=== design 1 ===
Design 1, sizing map:
(4 px per µm)
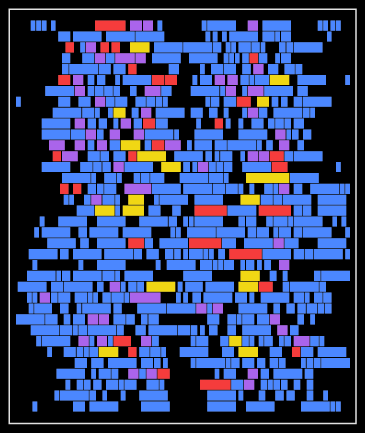

### config.mk
export PLATFORM = sky130hd
export DESIGN_NAME = avalon_debounced_input_pio
export DESIGN_NICKNAME = d
export VERILOG_FILES = /design/src/rtl/avalon_debounced_input_pio.sv
export SDC_FILE = /design/constraint.sdc
export NUM_CORES = 1
export LEC_CHECK = 0
export CORE_ASPECT_RATIO = 1.2
export CORE_UTILIZATION = 55
export CTS_BUF_LIST = sky130_fd_sc_hd__clkbuf_8
export DETAILED_ROUTE_END_ITERATION = 8
export DONT_BUFFER_PORTS = 1
export GPL_TIMING_DRIVEN = 1
export PLACE_DENSITY = 0.75
export RECOVER_POWER = 50
export SYNTH_ARGS = -nofsm -noshare
export SYNTH_HDL_FRONTEND = slang
export SYNTH_SLANG_ARGS = --single-unit
### constraint.sdc
create_clock -name clk -period 1.82 [get_ports clk]
set_input_delay 0.455 -clock clk [delete_from_list [all_inputs] [get_ports clk]]
set_output_delay 0.455 -clock clk [all_outputs]
set_load 0.02 [all_outputs]
### src/rtl/avalon_debounced_input_pio.sv
// avalon_debounced_input_pio: Avalon-MM input PIO.
// Each board input is synchronised, debounced and edge-captured. The core
// raises a maskable level IRQ toward the Nios processor.

// One input channel: synchroniser chain, debounce counter and edge detector.
module avalon_debounced_input_pio_lane #(
    parameter int DEBOUNCE_CYCLES = 500000,
    parameter int SYNC_STAGES     = 2,
    parameter bit EDGE_BOTH       = 1'b0
) (
    input  logic clk,
    input  logic reset,
    input  logic n_in,
    output logic s_out,
    output logic db_out,
    output logic ev_out
);
    // A width of at least 1 keeps elaboration sane long enough for the
    // configuration check in the top module to report a bad value.
    localparam int CW = (DEBOUNCE_CYCLES < 1) ? 1 : $clog2(DEBOUNCE_CYCLES + 1);
    localparam logic [CW-1:0] CNT_LAST = CW'(DEBOUNCE_CYCLES - 1);

    logic [SYNC_STAGES-1:0] sync_q, sync_d;
    logic [CW-1:0]          cnt_q, cnt_d;
    logic                   db_q, db_d;
    logic                   dly_q, dly_d;
    logic                   s;

    assign s      = sync_q[SYNC_STAGES-1];
    assign s_out  = s;
    assign db_out = db_q;
    // The delayed copy resets to the same value as db.
    // This prevents reset from producing a spurious edge.
    assign ev_out = EDGE_BOTH ? (db_q ^ dly_q) : (db_q & ~dly_q);

    // Shift the synchroniser and advance the stability counter.
    always_comb begin
        sync_d = {sync_q[SYNC_STAGES-2:0], n_in};
        cnt_d  = cnt_q;
        db_d   = db_q;
        dly_d  = db_q;
        if (s == db_q) begin
            cnt_d = '0;
        end else if (cnt_q == CNT_LAST) begin
            db_d  = s;
            cnt_d = '0;
        end else begin
            cnt_d = cnt_q + CW'(1);
        end
    end

    // Channel state registers.
    always_ff @(posedge clk) begin
        if (reset) begin
            sync_q <= '0;
            cnt_q  <= '0;
            db_q   <= 1'b0;
            dly_q  <= 1'b0;
        end else begin
            sync_q <= sync_d;
            cnt_q  <= cnt_d;
            db_q   <= db_d;
            dly_q  <= dly_d;
        end
    end
endmodule

module avalon_debounced_input_pio #(
    parameter int WIDTH           = 4,
    parameter int DEBOUNCE_CYCLES = 500000,
    parameter int SYNC_STAGES     = 2,
    parameter bit ACTIVE_LOW      = 1'b1,
    parameter bit EDGE_BOTH       = 1'b0
) (
    input  logic             clk,
    input  logic             reset,
    input  logic [WIDTH-1:0] in_export,
    input  logic [1:0]       address,
    input  logic             chipselect,
    input  logic             read,
    input  logic             write,
    input  logic [31:0]      writedata,
    output logic [31:0]      readdata,
    output logic             irq
);
    generate
        if (DEBOUNCE_CYCLES < 1) begin : g_bad_debounce
            $error("DEBOUNCE_CYCLES must be at least 1");
        end
        if (WIDTH < 1 || WIDTH > 32) begin : g_bad_width
            $error("WIDTH must be in 1..32");
        end
        if (SYNC_STAGES < 2 || SYNC_STAGES > 4) begin : g_bad_sync
            $error("SYNC_STAGES must be in 2..4");
        end
    endgenerate

    logic [WIDTH-1:0] n, s, db, ev;
    logic [WIDTH-1:0] mask_q, mask_d;
    logic [WIDTH-1:0] cap_q, cap_d;
    logic [31:0]      readdata_q, readdata_d;
    logic             irq_q, irq_d;
    logic             rd_acc, wr_acc, wr_mask, wr_edge;
    logic [31:0]      rd_word;
    logic             unused_wdata;

    // Normalise polarity so that a pressed or active input reads as 1.
    assign n = in_export ^ {WIDTH{ACTIVE_LOW}};

    // Bits of writedata above WIDTH have no register behind them.
    assign unused_wdata = ^writedata;

    for (genvar i = 0; i < WIDTH; i++) begin : g_lane
        avalon_debounced_input_pio_lane #(
            .DEBOUNCE_CYCLES(DEBOUNCE_CYCLES),
            .SYNC_STAGES    (SYNC_STAGES),
            .EDGE_BOTH      (EDGE_BOTH)
        ) u_lane (
            .clk   (clk),
            .reset (reset),
            .n_in  (n[i]),
            .s_out (s[i]),
            .db_out(db[i]),
            .ev_out(ev[i])
        );
    end

    // Bus decode, register updates, read mux and IRQ level.
    // On a same-bit collision, a new capture event beats a write-1-to-clear.
    always_comb begin
        rd_acc  = chipselect & read;
        wr_acc  = chipselect & write;
        wr_mask = wr_acc && (address == 2'd1);
        wr_edge = wr_acc && (address == 2'd2);
        mask_d  = wr_mask ? writedata[WIDTH-1:0] : mask_q;
        cap_d   = ev | (cap_q & ~({WIDTH{wr_edge}} & writedata[WIDTH-1:0]));
        irq_d   = |(cap_q & mask_q);
        rd_word = '0;
        case (address)
            2'd0:    rd_word[WIDTH-1:0] = db;
            2'd1:    rd_word[WIDTH-1:0] = mask_q;
            2'd2:    rd_word[WIDTH-1:0] = cap_q;
            default: rd_word[WIDTH-1:0] = s;
        endcase
        readdata_d = rd_acc ? rd_word : 32'h0;
    end

    // Register file and bus output registers.
    always_ff @(posedge clk) begin
        if (reset) begin
            mask_q     <= '0;
            cap_q      <= '0;
            readdata_q <= '0;
            irq_q      <= 1'b0;
        end else begin
            mask_q     <= mask_d;
            cap_q      <= cap_d;
            readdata_q <= readdata_d;
            irq_q      <= irq_d;
        end
    end

    assign readdata = readdata_q;
    assign irq      = irq_q;
endmodule

=== design 2 ===
### src/rtl/hazard_stall_controller.sv
// hazard_stall_controller
// Sequencing controller for a 5-stage MIPS pipeline. It detects the hazards
// that the ID-stage forwarding paths cannot cover:
//   - load-use (LU)
//   - branch-on-ALU-result in EX (BA)
//   - branch-on-load-result in MEM (BL)
// It also runs the run/drain/halt/step FSM that is driven by the HALT
// instruction and by the debug unit.
//
// Ports:
//   i_clk, i_rst        clock, synchronous active-high reset
//   i_rs_id, i_rt_id    source registers of the ID instruction, with use flags
//   i_branch_id         ID instruction resolves a branch/jr in ID
//   i_halt_id           ID instruction is HALT
//   i_rd_ex, i_regWrite_ex, i_memRead_ex   destination info of ID/EX
//   i_rd_ex_m, i_memRead_ex_m              destination info of EX/MEM
//   i_dbg_halt_req      debug halt request (level)
//   i_dbg_step          one-cycle pulse, run one cycle while halted
//   i_dbg_run           one-cycle pulse, resume from a debug halt
//   o_pc_write          PC update enable
//   o_if_id_write       IF/ID update enable
//   o_id_ex_flush       load a bubble into ID/EX
//   o_pipe_en           enable for the ID/EX, EX/MEM and MEM/WB registers
//   o_halted            FSM is in HALTED
//   o_program_end       halt came from a HALT instruction (sticky until reset)
//   o_stall_count       saturating count of hazard-stall cycles
module hazard_stall_controller #(
    parameter int NB_ADDR      = 5,
    parameter int NB_CNT       = 16,
    parameter int DRAIN_CYCLES = 4
) (
    input  logic               i_clk,
    input  logic               i_rst,
    input  logic [NB_ADDR-1:0] i_rs_id,
    input  logic [NB_ADDR-1:0] i_rt_id,
    input  logic               i_use_rs_id,
    input  logic               i_use_rt_id,
    input  logic               i_branch_id,
    input  logic               i_halt_id,
    input  logic [NB_ADDR-1:0] i_rd_ex,
    input  logic               i_regWrite_ex,
    input  logic               i_memRead_ex,
    input  logic [NB_ADDR-1:0] i_rd_ex_m,
    input  logic               i_memRead_ex_m,
    input  logic               i_dbg_halt_req,
    input  logic               i_dbg_step,
    input  logic               i_dbg_run,
    output logic               o_pc_write,
    output logic               o_if_id_write,
    output logic               o_id_ex_flush,
    output logic               o_pipe_en,
    output logic               o_halted,
    output logic               o_program_end,
    output logic [NB_CNT-1:0]  o_stall_count
);

    localparam int CW = (DRAIN_CYCLES > 1) ? $clog2(DRAIN_CYCLES) : 1;
    localparam logic [CW-1:0] DRAIN_INIT = CW'(DRAIN_CYCLES - 1);

    typedef enum logic [1:0] {
        ST_RUN    = 2'd0,
        ST_DRAIN  = 2'd1,
        ST_HALTED = 2'd2,
        ST_STEP   = 2'd3
    } state_t;

    state_t          state, state_next;
    logic [CW-1:0]   drain_cnt, drain_cnt_next;
    logic            program_end, program_end_next;
    logic [NB_CNT-1:0] stall_cnt;
    logic            stall_inc;

    logic match_ex, match_ex_m;
    logic hz_lu, hz_ba, hz_bl, hz;

    function automatic logic [NB_CNT-1:0] sat_inc(input logic [NB_CNT-1:0] v);
        if (&v)
            return v;
        else
            return v + NB_CNT'(1);
    endfunction

    // Register 0 is hard-wired to zero, so a zero destination never conflicts.
    assign match_ex   = (|i_rd_ex) &&
                        ((i_use_rs_id && (i_rs_id == i_rd_ex)) ||
                         (i_use_rt_id && (i_rt_id == i_rd_ex)));
    assign match_ex_m = (|i_rd_ex_m) &&
                        ((i_use_rs_id && (i_rs_id == i_rd_ex_m)) ||
                         (i_use_rt_id && (i_rt_id == i_rd_ex_m)));

    assign hz_lu = i_memRead_ex && match_ex;
    assign hz_ba = i_branch_id && i_regWrite_ex && match_ex;
    assign hz_bl = i_branch_id && i_memRead_ex_m && match_ex_m;
    assign hz    = hz_lu | hz_ba | hz_bl;

    always_comb begin
        state_next       = state;
        drain_cnt_next   = drain_cnt;
        program_end_next = program_end;
        stall_inc        = 1'b0;
        o_pc_write       = 1'b1;
        o_if_id_write    = 1'b1;
        o_id_ex_flush    = 1'b0;
        o_pipe_en        = 1'b1;

        case (state)
            ST_RUN, ST_STEP: begin
                // STEP is a single RUN cycle that falls back to HALTED unless
                // a HALT instruction sends it to DRAIN instead.
                if (state == ST_STEP)
                    state_next = ST_HALTED;
                if (i_halt_id) begin
                    o_pc_write       = 1'b0;
                    o_if_id_write    = 1'b0;
                    o_id_ex_flush    = 1'b1;
                    program_end_next = 1'b1;
                    drain_cnt_next   = DRAIN_INIT;
                    state_next       = ST_DRAIN;
                end else if (i_dbg_halt_req && (state == ST_RUN)) begin
                    o_pc_write     = 1'b0;
                    o_if_id_write  = 1'b0;
                    o_id_ex_flush  = 1'b1;
                    drain_cnt_next = DRAIN_INIT;
                    state_next     = ST_DRAIN;
                end else if (hz) begin
                    o_pc_write    = 1'b0;
                    o_if_id_write = 1'b0;
                    o_id_ex_flush = 1'b1;
                    stall_inc     = 1'b1;
                end
            end
            ST_DRAIN: begin
                // Front end frozen; back end keeps advancing so in-flight
                // instructions retire.
                o_pc_write    = 1'b0;
                o_if_id_write = 1'b0;
                o_id_ex_flush = 1'b1;
                if (drain_cnt == '0)
                    state_next = ST_HALTED;
                else
                    drain_cnt_next = drain_cnt - CW'(1);
            end
            ST_HALTED: begin
                o_pc_write    = 1'b0;
                o_if_id_write = 1'b0;
                o_pipe_en     = 1'b0;
                if (i_dbg_step)
                    state_next = ST_STEP;
                else if (i_dbg_run && !program_end)
                    state_next = ST_RUN;
            end
            default: state_next = ST_RUN;
        endcase
    end

    always_ff @(posedge i_clk) begin
        if (i_rst) begin
            state       <= ST_RUN;
            drain_cnt   <= '0;
            program_end <= 1'b0;
            stall_cnt   <= '0;
        end else begin
            state       <= state_next;
            drain_cnt   <= drain_cnt_next;
            program_end <= program_end_next;
            if (stall_inc)
                stall_cnt <= sat_inc(stall_cnt);
        end
    end

    assign o_halted      = (state == ST_HALTED);
    assign o_program_end = program_end;
    assign o_stall_count = stall_cnt;

endmodule

### config.mk
export PLATFORM = sky130hd
export DESIGN_NAME = hazard_stall_controller
export DESIGN_NICKNAME = d
export VERILOG_FILES = /design/src/rtl/hazard_stall_controller.sv
export SDC_FILE = /design/constraint.sdc
export NUM_CORES = 1
export LEC_CHECK = 0
export CAP_MARGIN = 10
export CORE_MARGIN = 5
export CORE_UTILIZATION = 34
export DETAILED_ROUTE_END_ITERATION = 7
export GPL_TIMING_DRIVEN = 0
export PLACE_DENSITY = 0.63
export SLEW_MARGIN = 25
export SYNTH_ARGS = -nofsm -noshare
export SYNTH_HDL_FRONTEND = slang
export SYNTH_SLANG_ARGS = --single-unit
export TNS_END_PERCENT = 30
### constraint.sdc
create_clock -name i_clk -period 2.7 [get_ports i_clk]
set_clock_uncertainty 0.2 [all_clocks]
set_input_delay 0.405 -clock i_clk [delete_from_list [all_inputs] [get_ports i_clk]]
set_output_delay 0.405 -clock i_clk [all_outputs]
set_load 0.01 [all_outputs]

==> screenshots <==
I/O pins on the die edge.
shot_01.png
(6 px per µm) Pins as bars across the die edge, other pins in grey.
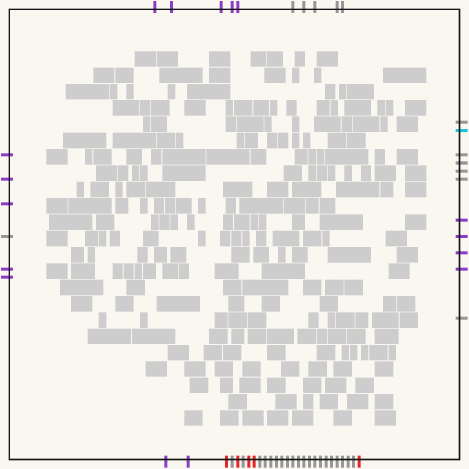
shot_02.png
(4 px per µm) Pins as bars across the die edge, other pins in grey.
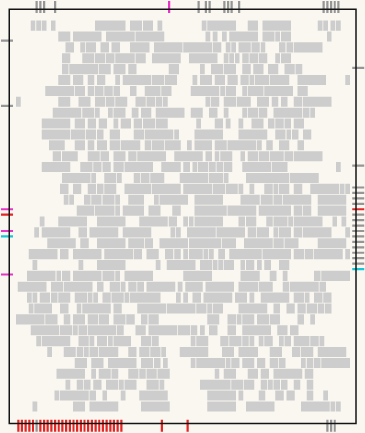
shot_02.png -> design 1
shot_01.png -> design 2

Design 2, logic cells by family:
(6 px per µm)
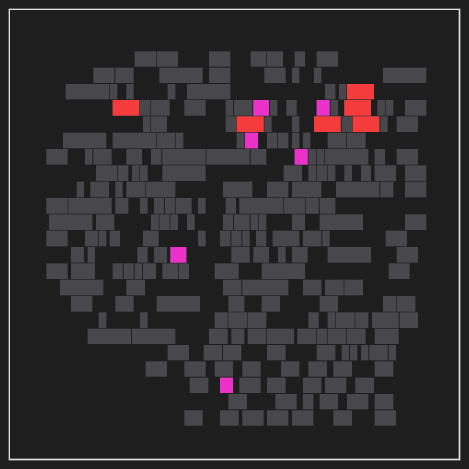
| family | colour | cells | most used |
|---|---|---|---|
| fa/ha/maj cells | red | 6 | ha_1 |
| and/or cells | magenta | 6 | or3_1 |
fraction of standard cell area in multi-input logic: 0.460
Top cell excl fill/tap: clkdlybuf4s50_1
Layout Cells excl Fill: 286

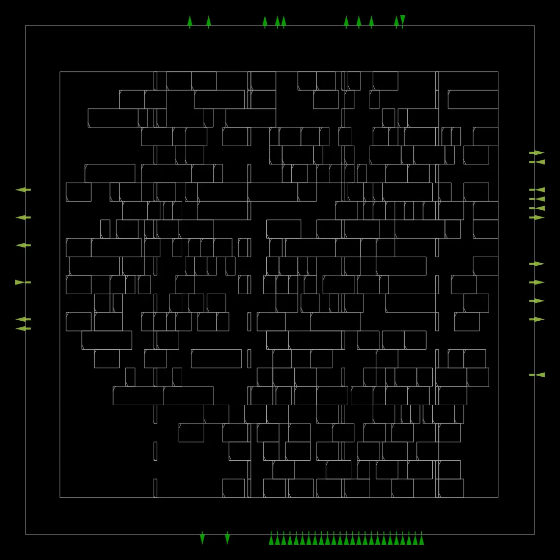
Design 2: placed standard cells
# rows: 23
number of tap cells inserted: 50
Layout Utilization: 0.512
number of sequential storage elements: 21
placeable core area: 4030 µm²

==> Implementation_results.wiki, design 2 <==
=== Physical design figures ===
{| class="wikitable"
! Metric !! Value
|-
| Run status || complete, no violations
|-
| Slack of the worst reg-to-reg path || 320 ps
|-
| Combinational power share || 0.482
|-
| Worst-case setup margin in the final layout || 99.0 ps
|-
| Tally of yosys warning messages || 0
|-
| Post-synthesis sequential area ratio || 0.294
|-
| Critical path class || in -> out
|-
| CP startpoint || i_rd_ex_m[1]
|-
| P_leak || 0.734 nW
|-
| Dominant register cell in the synthesized netlist || dfxtp_1
|-
| Cells after DPL || 280
|-
| Sequential cell area || 420 µm²
|-
| Power of the clock network || 209 µW
|-
| # diodes || 0
|-
| Layout net count || 275
|-
| Length of the first detailed-routing pass in iterations || 4
|-
| Final hold vios || 0
|-
| CTS Buf Count || 3
|-
| Area contributors post-synth || dfxtp_1 (29%), xnor2_1 (18%), nor2_1 (7.1%)
|-
| Cell Int Power || 693 µW
|-
| Net switching power || 419 µW
|-
| Share of total power in the clock network || 0.188
|-
| Number of cells in the yosys synthesis report || 177
|-
| Core utilization at floorplan || 0.354
|-
| Max-slew headroom || 0.602
|-
| Delay of the slowest cell on the worst path || 350 ps
|-
| Worst-path cell chain || dlygate4sd2_1, or3_1, o311a_1, a22oi_4, buf_6, and2_2, clkdlybuf4s15_1
|-
| Sequential power share || 0.330
|-
| Origin of the critical flop-to-flop path || o_stall_count[0]
|-
| TritonCTS clock tree || done
|-
| Area growth syn-to-layout || 44.5%
|-
| Total I/O pin count || 54
|}
design 2: logic make-up after synthesis:
logic type      count (synthesis)
mux                             2
compound gates                 29
buf+inv                        14
fa+ha+maj                       6
xor+xnor                       29
simple gates                   76
flops                          21
design 2: flip-flops by register name, summed over array words and instances (netlist names):
name	cells
o_stall_count	16
drain_cnt	2
state	2
o_program_end	1
design 2: metal layers:
layer | wire length [µm] | vias to the layer above | share of wire
li1 | - | 732 | -
met4 | 26 | 0 | 0.0070
met2 | 1800 | 24 | 0.48
met5 | 0 | - | 0
met1 | 1740 | 613 | 0.47
met3 | 160 | 2 | 0.043
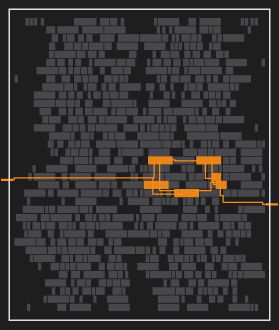
Design 1: wires at chosen ports, followed through buffers
(3 px per µm)
| port | colour | bits | direction | edge | end cells | buffers | wire |
|---|---|---|---|---|---|---|---|
| address | orange | 2 | input | 1 left, 1 right | 6 | 0 | 152 µm |
total I/O pin count: 76
count of input and output buffers: 0

## Picture notes: 'sizing map' of design 1
| size | colour | cells | share | most used |
|---|---|---|---|---|
| x6 and larger | yellow | 18 | 3.1% | clkbuf_8 |
| x2 | red | 30 | 5.2% | nor2_2 |
| x3 and x4 | purple | 56 | 9.7% | buf_4 |
| x1 and smaller | blue | 474 | 82% | dfxtp_1 |
Area growth syn-to-layout: 15.0%
final instance area: 5400 µm²

==> Implementation_results.wiki, design 1 <==
=== Physical design figures ===
{| class="wikitable"
! Metric !! Value
|-
| Worst-case setup margin in the final layout || -200 ps
|-
| Violations in the final reports || negative setup slack
|-
| Worst min path class || in -> reg
|-
| Post-synthesis instance area || 4690 µm²
|-
| Arrival time of data at the critical path endpoint || 2340 ps
|-
| Run status || complete, but fails checks
|-
| Global-route wire length before repair || 15300 µm
|-
| MUX area fraction || 0.0301
|-
| Crit. End Element || register
|-
| Final count of negative-setup-slack endpoints || 18
|-
| Number of tap cells inserted || 114
|-
| Final hold vios || 0
|-
| Delay of the slowest cell on the worst path || 560 ps
|-
| Worst-path cell chain || or4b_1, or4_4, or4b_1, nand2_1
|-
| Sequential cell area || 2100 µm²
|-
| Root buf cell || clkbuf_8
|-
| Largest cell class || multi-input combinational cells
|-
| Number of inserted filler cells in the final layout || 694
|-
| Via count of the routed design || 3738
|-
| Area share of the largest cell type after synthesis || 0.448
|-
| Average wire length per cell after detail routing || 13.3 µm
|}
-- design 1: flip-flops by register name, indices dropped and copies added (netlist names) --
name and flops:
g_lane.u_lane.sync_q 8, g_lane.u_lane.db_out 4, irq 1, readdata 4, g_lane.u_lane.dly_q 4, cap_q 4
mask_q 4, g_lane.u_lane.cnt_q 76
-- design 1: per-layer routing --
layer	up-vias	global-route usage	routed length, µm
li1	1879	-	-
met1	1797	0.268	4200
met2	52	0.363	4470
met3	10	0.0548	377
met4	0	0.0885	129
met5	-	0	0

=== design 3 ===
Design 3, placed standard cells:
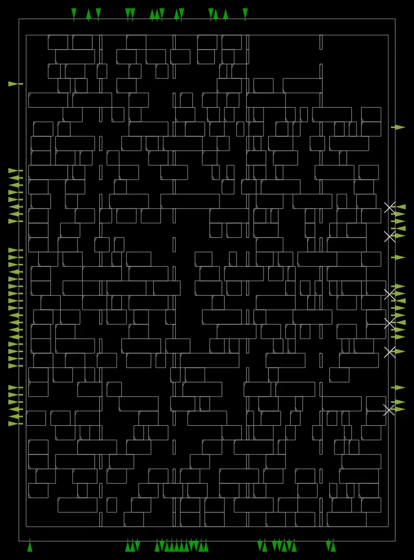
Design 3, sizing map:
(4 px per µm)
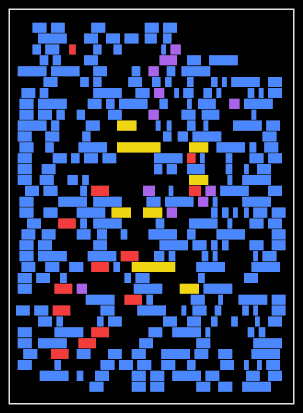
Design 3, wires at chosen ports, followed through buffers:
(3 px per µm)
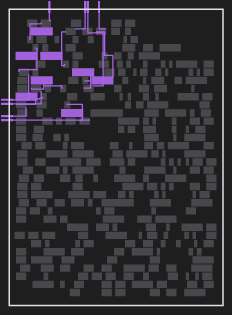
`config.mk`:
```
export PLATFORM = sky130hd
export DESIGN_NAME = vram_arbiter
export DESIGN_NICKNAME = d
export VERILOG_FILES = /design/src/rtl/vram_pkg.sv /design/src/rtl/vram_arbiter.sv
export SDC_FILE = /design/constraint.sdc
export NUM_CORES = 1
export LEC_CHECK = 0
export ABC_CLOCK_PERIOD_IN_PS = 2400
export CAP_MARGIN = 25
export CELL_PAD_IN_SITES_DETAIL_PLACEMENT = 1
export CELL_PAD_IN_SITES_GLOBAL_PLACEMENT = 1
export CORE_ASPECT_RATIO = 1.4
export CORE_UTILIZATION = 30
export DETAILED_ROUTE_END_ITERATION = 10
export PLACE_DENSITY_LB_ADDON = 0.1
export SLEW_MARGIN = 10
export SYNTH_ARGS = -nofsm -noshare
export SYNTH_HDL_FRONTEND = slang
export SYNTH_SLANG_ARGS = --single-unit
export TNS_END_PERCENT = 100
```
`constraint.sdc`:
```
create_clock -name clk_pix -period 2.4 [get_ports clk_pix]
set_clock_uncertainty 0.2 [all_clocks]
set_input_delay 0.36 -clock clk_pix [delete_from_list [all_inputs] [get_ports clk_pix]]
set_output_delay 0.36 -clock clk_pix [all_outputs]
set_load 0.02 [all_outputs]
```
`src/rtl/vram_pkg.sv`:
```
// Shared constants and FSM state type for the video RAM arbiter.
package vram_pkg;
  localparam int VRAM_AW = 13;
  localparam int VRAM_DW = 8;
  localparam logic [VRAM_AW-1:0] ATTR_BASE = 13'h1800;

  typedef enum logic [1:0] {
    IDLE     = 2'd0,
    CPU_RD   = 2'd1,
    CPU_HOLD = 2'd2
  } state_t;
endpackage

```
`src/rtl/vram_arbiter.sv`:
```
// Single-port VRAM arbiter: video reads always own the issue slot, CPU accesses fill free slots.
// Optional VRAM_CONTENTION_EN also blocks CPU issue while vid_window is high (ULA contention).
module vram_arbiter
  import vram_pkg::*;
#(
  parameter int AW = VRAM_AW,
  parameter int DW = VRAM_DW
) (
  input  logic          clk_pix,
  input  logic          reset,
  input  logic          vid_req,
  input  logic [AW-1:0] vid_addr,
  output logic [DW-1:0] vid_data,
  output logic          vid_valid,
  input  logic          vid_window,
  input  logic          cpu_req,
  input  logic          cpu_we,
  input  logic [AW-1:0] cpu_addr,
  input  logic [DW-1:0] cpu_wdata,
  output logic [DW-1:0] cpu_rdata,
  output logic          cpu_ack,
  output logic          cpu_wait,
  output logic [AW-1:0] mem_addr,
  output logic          mem_we,
  output logic [DW-1:0] mem_wdata,
  input  logic [DW-1:0] mem_rdata
);
  localparam int VID_STAGES = 2;

  state_t state, state_nxt;
  logic   issue_cpu, slot_blocked, ack_nxt;
  logic   rd_ph;     // CPU_RD second cycle: RAM data for the CPU read is now on mem_rdata
  logic   hold_wr;   // CPU_HOLD entered from a write issue, ack on exit
  logic [VID_STAGES:1] vld_pipe;

`ifdef VRAM_CONTENTION_EN
  assign slot_blocked = vid_req | vid_window;
`else
  logic unused_window;
  assign unused_window = vid_window;
  assign slot_blocked  = vid_req;
`endif

  // cpu_ack masks the level request during the ack cycle, before the master drops it
  assign issue_cpu = (state == IDLE) & cpu_req & ~cpu_ack & ~slot_blocked;
  assign cpu_wait  = cpu_req & ~cpu_ack & ~issue_cpu;

  always_comb begin
    state_nxt = state;
    ack_nxt   = 1'b0;
    case (state)
      IDLE:     if (issue_cpu) state_nxt = cpu_we ? CPU_HOLD : CPU_RD;
      CPU_RD:   if (rd_ph) begin
                  state_nxt = CPU_HOLD;
                  ack_nxt   = 1'b1;
                end
      CPU_HOLD: begin
                  state_nxt = IDLE;
                  ack_nxt   = hold_wr;
                end
      default:  state_nxt = IDLE;
    endcase
  end

  always_ff @(posedge clk_pix) begin
    if (reset) begin
      state     <= IDLE;
      rd_ph     <= 1'b0;
      hold_wr   <= 1'b0;
      vld_pipe  <= '0;
      vid_valid <= 1'b0;
      vid_data  <= '0;
      cpu_rdata <= '0;
      cpu_ack   <= 1'b0;
      mem_addr  <= '0;
      mem_we    <= 1'b0;
      mem_wdata <= '0;
    end else begin
      state     <= state_nxt;
      rd_ph     <= (state == CPU_RD) & ~rd_ph;
      cpu_ack   <= ack_nxt;
      vld_pipe  <= {vld_pipe[VID_STAGES-1:1], vid_req};
      vid_valid <= vld_pipe[VID_STAGES];
      if (vld_pipe[VID_STAGES]) vid_data <= mem_rdata;
      if (state == CPU_RD && rd_ph) cpu_rdata <= mem_rdata;
      mem_we <= issue_cpu & cpu_we;
      if (issue_cpu) hold_wr <= cpu_we;
      if (vid_req) begin
        mem_addr <= vid_addr;
      end else if (issue_cpu) begin
        mem_addr <= cpu_addr;
        if (cpu_we) mem_wdata <= cpu_wdata;
      end
    end
  end
endmodule
```
==> Implementation_results.wiki <==
=== Physical design figures ===
{| class="wikitable"
! Metric !! Value
|-
| TritonCTS clock tree || done
|-
| Violations in the final reports || design-rule violations
|-
| Run status || complete, but fails checks
|-
| Die Ht || 98.3 µm
|-
| Sum of routed wire segments on met1 || 2140 µm
|-
| Core utilization at floorplan || 0.315
|-
| Largest cell class || multi-input combinational cells
|-
| Number of remaining DRC errors || 12
|-
| Number of slew-limit violations in the final report || 0
|-
| Hold path endpoint || vld_pipe[2]
|-
| Final min period || 2090 ps
|-
| Origin of the critical flop-to-flop path || state[0]
|-
| Clock slew seen by the registers of the worst setup and hold paths || 90 ps
|-
| Delay of the slowest cell on the worst path || 370 ps
|-
| Post-Synthesis Cells || 201
|-
| Layer with the highest usage || met2
|}
Notes on 'placed standard cells' of design 3 above:
placeable core area: 6300 µm²
Layout Cells excl Fill: 361
number of tap cells inserted: 72
number of sequential storage elements: 46

Notes on 'sizing map' of design 3 above:
| size | colour | cells | share | most used |
|---|---|---|---|---|
| x2 | red | 13 | 4.5% | a211oi_2 |
| x1 and smaller | blue | 257 | 89% | clkdlybuf4s50_1 |
| x6 and larger | yellow | 8 | 2.8% | clkbuf_8 |
| x3 and x4 | purple | 11 | 3.8% | buf_4 |
Repair and plain buffers: 96
final instance area: 3060 µm²

Notes on 'wires at chosen ports, followed through buffers' of design 3 above:
| port | colour | bits | direction | edge | end cells | buffers | wire |
|---|---|---|---|---|---|---|---|
| mem_wdata | purple | 8 | output | 4 left, 4 top | 8 | 8 | 231 µm |
count of input and output buffers: 87
total I/O pin count: 89

==> report_power, final <==
part	leakage [nW]	internal, mW	total [mW]	switching, mW
registers	0.376	0.803	0.825	0.0223
logic	0.676	0.200	0.377	0.177
clock network	0.0714	0.444	0.707	0.263
==> metrics by stage <==
stage	power, mW	hold WS, ps	setup slack (ps)	utilization
global placement	1.22	217	203	0.464
detailed placement	1.23	227	186	0.464
global route	2.00	267	182	0.486
CTS	1.94	249	277	0.486
finish	1.91	243	306	0.486
floorplan	1.04	214	730	-
==> what timing repair did <==
item | CTS | global route
buffers inserted | 0 | 0
endpoints found under the setup margin | 1 | 0
resized | 1 | 0

Power and IR drop assume default switching activity.
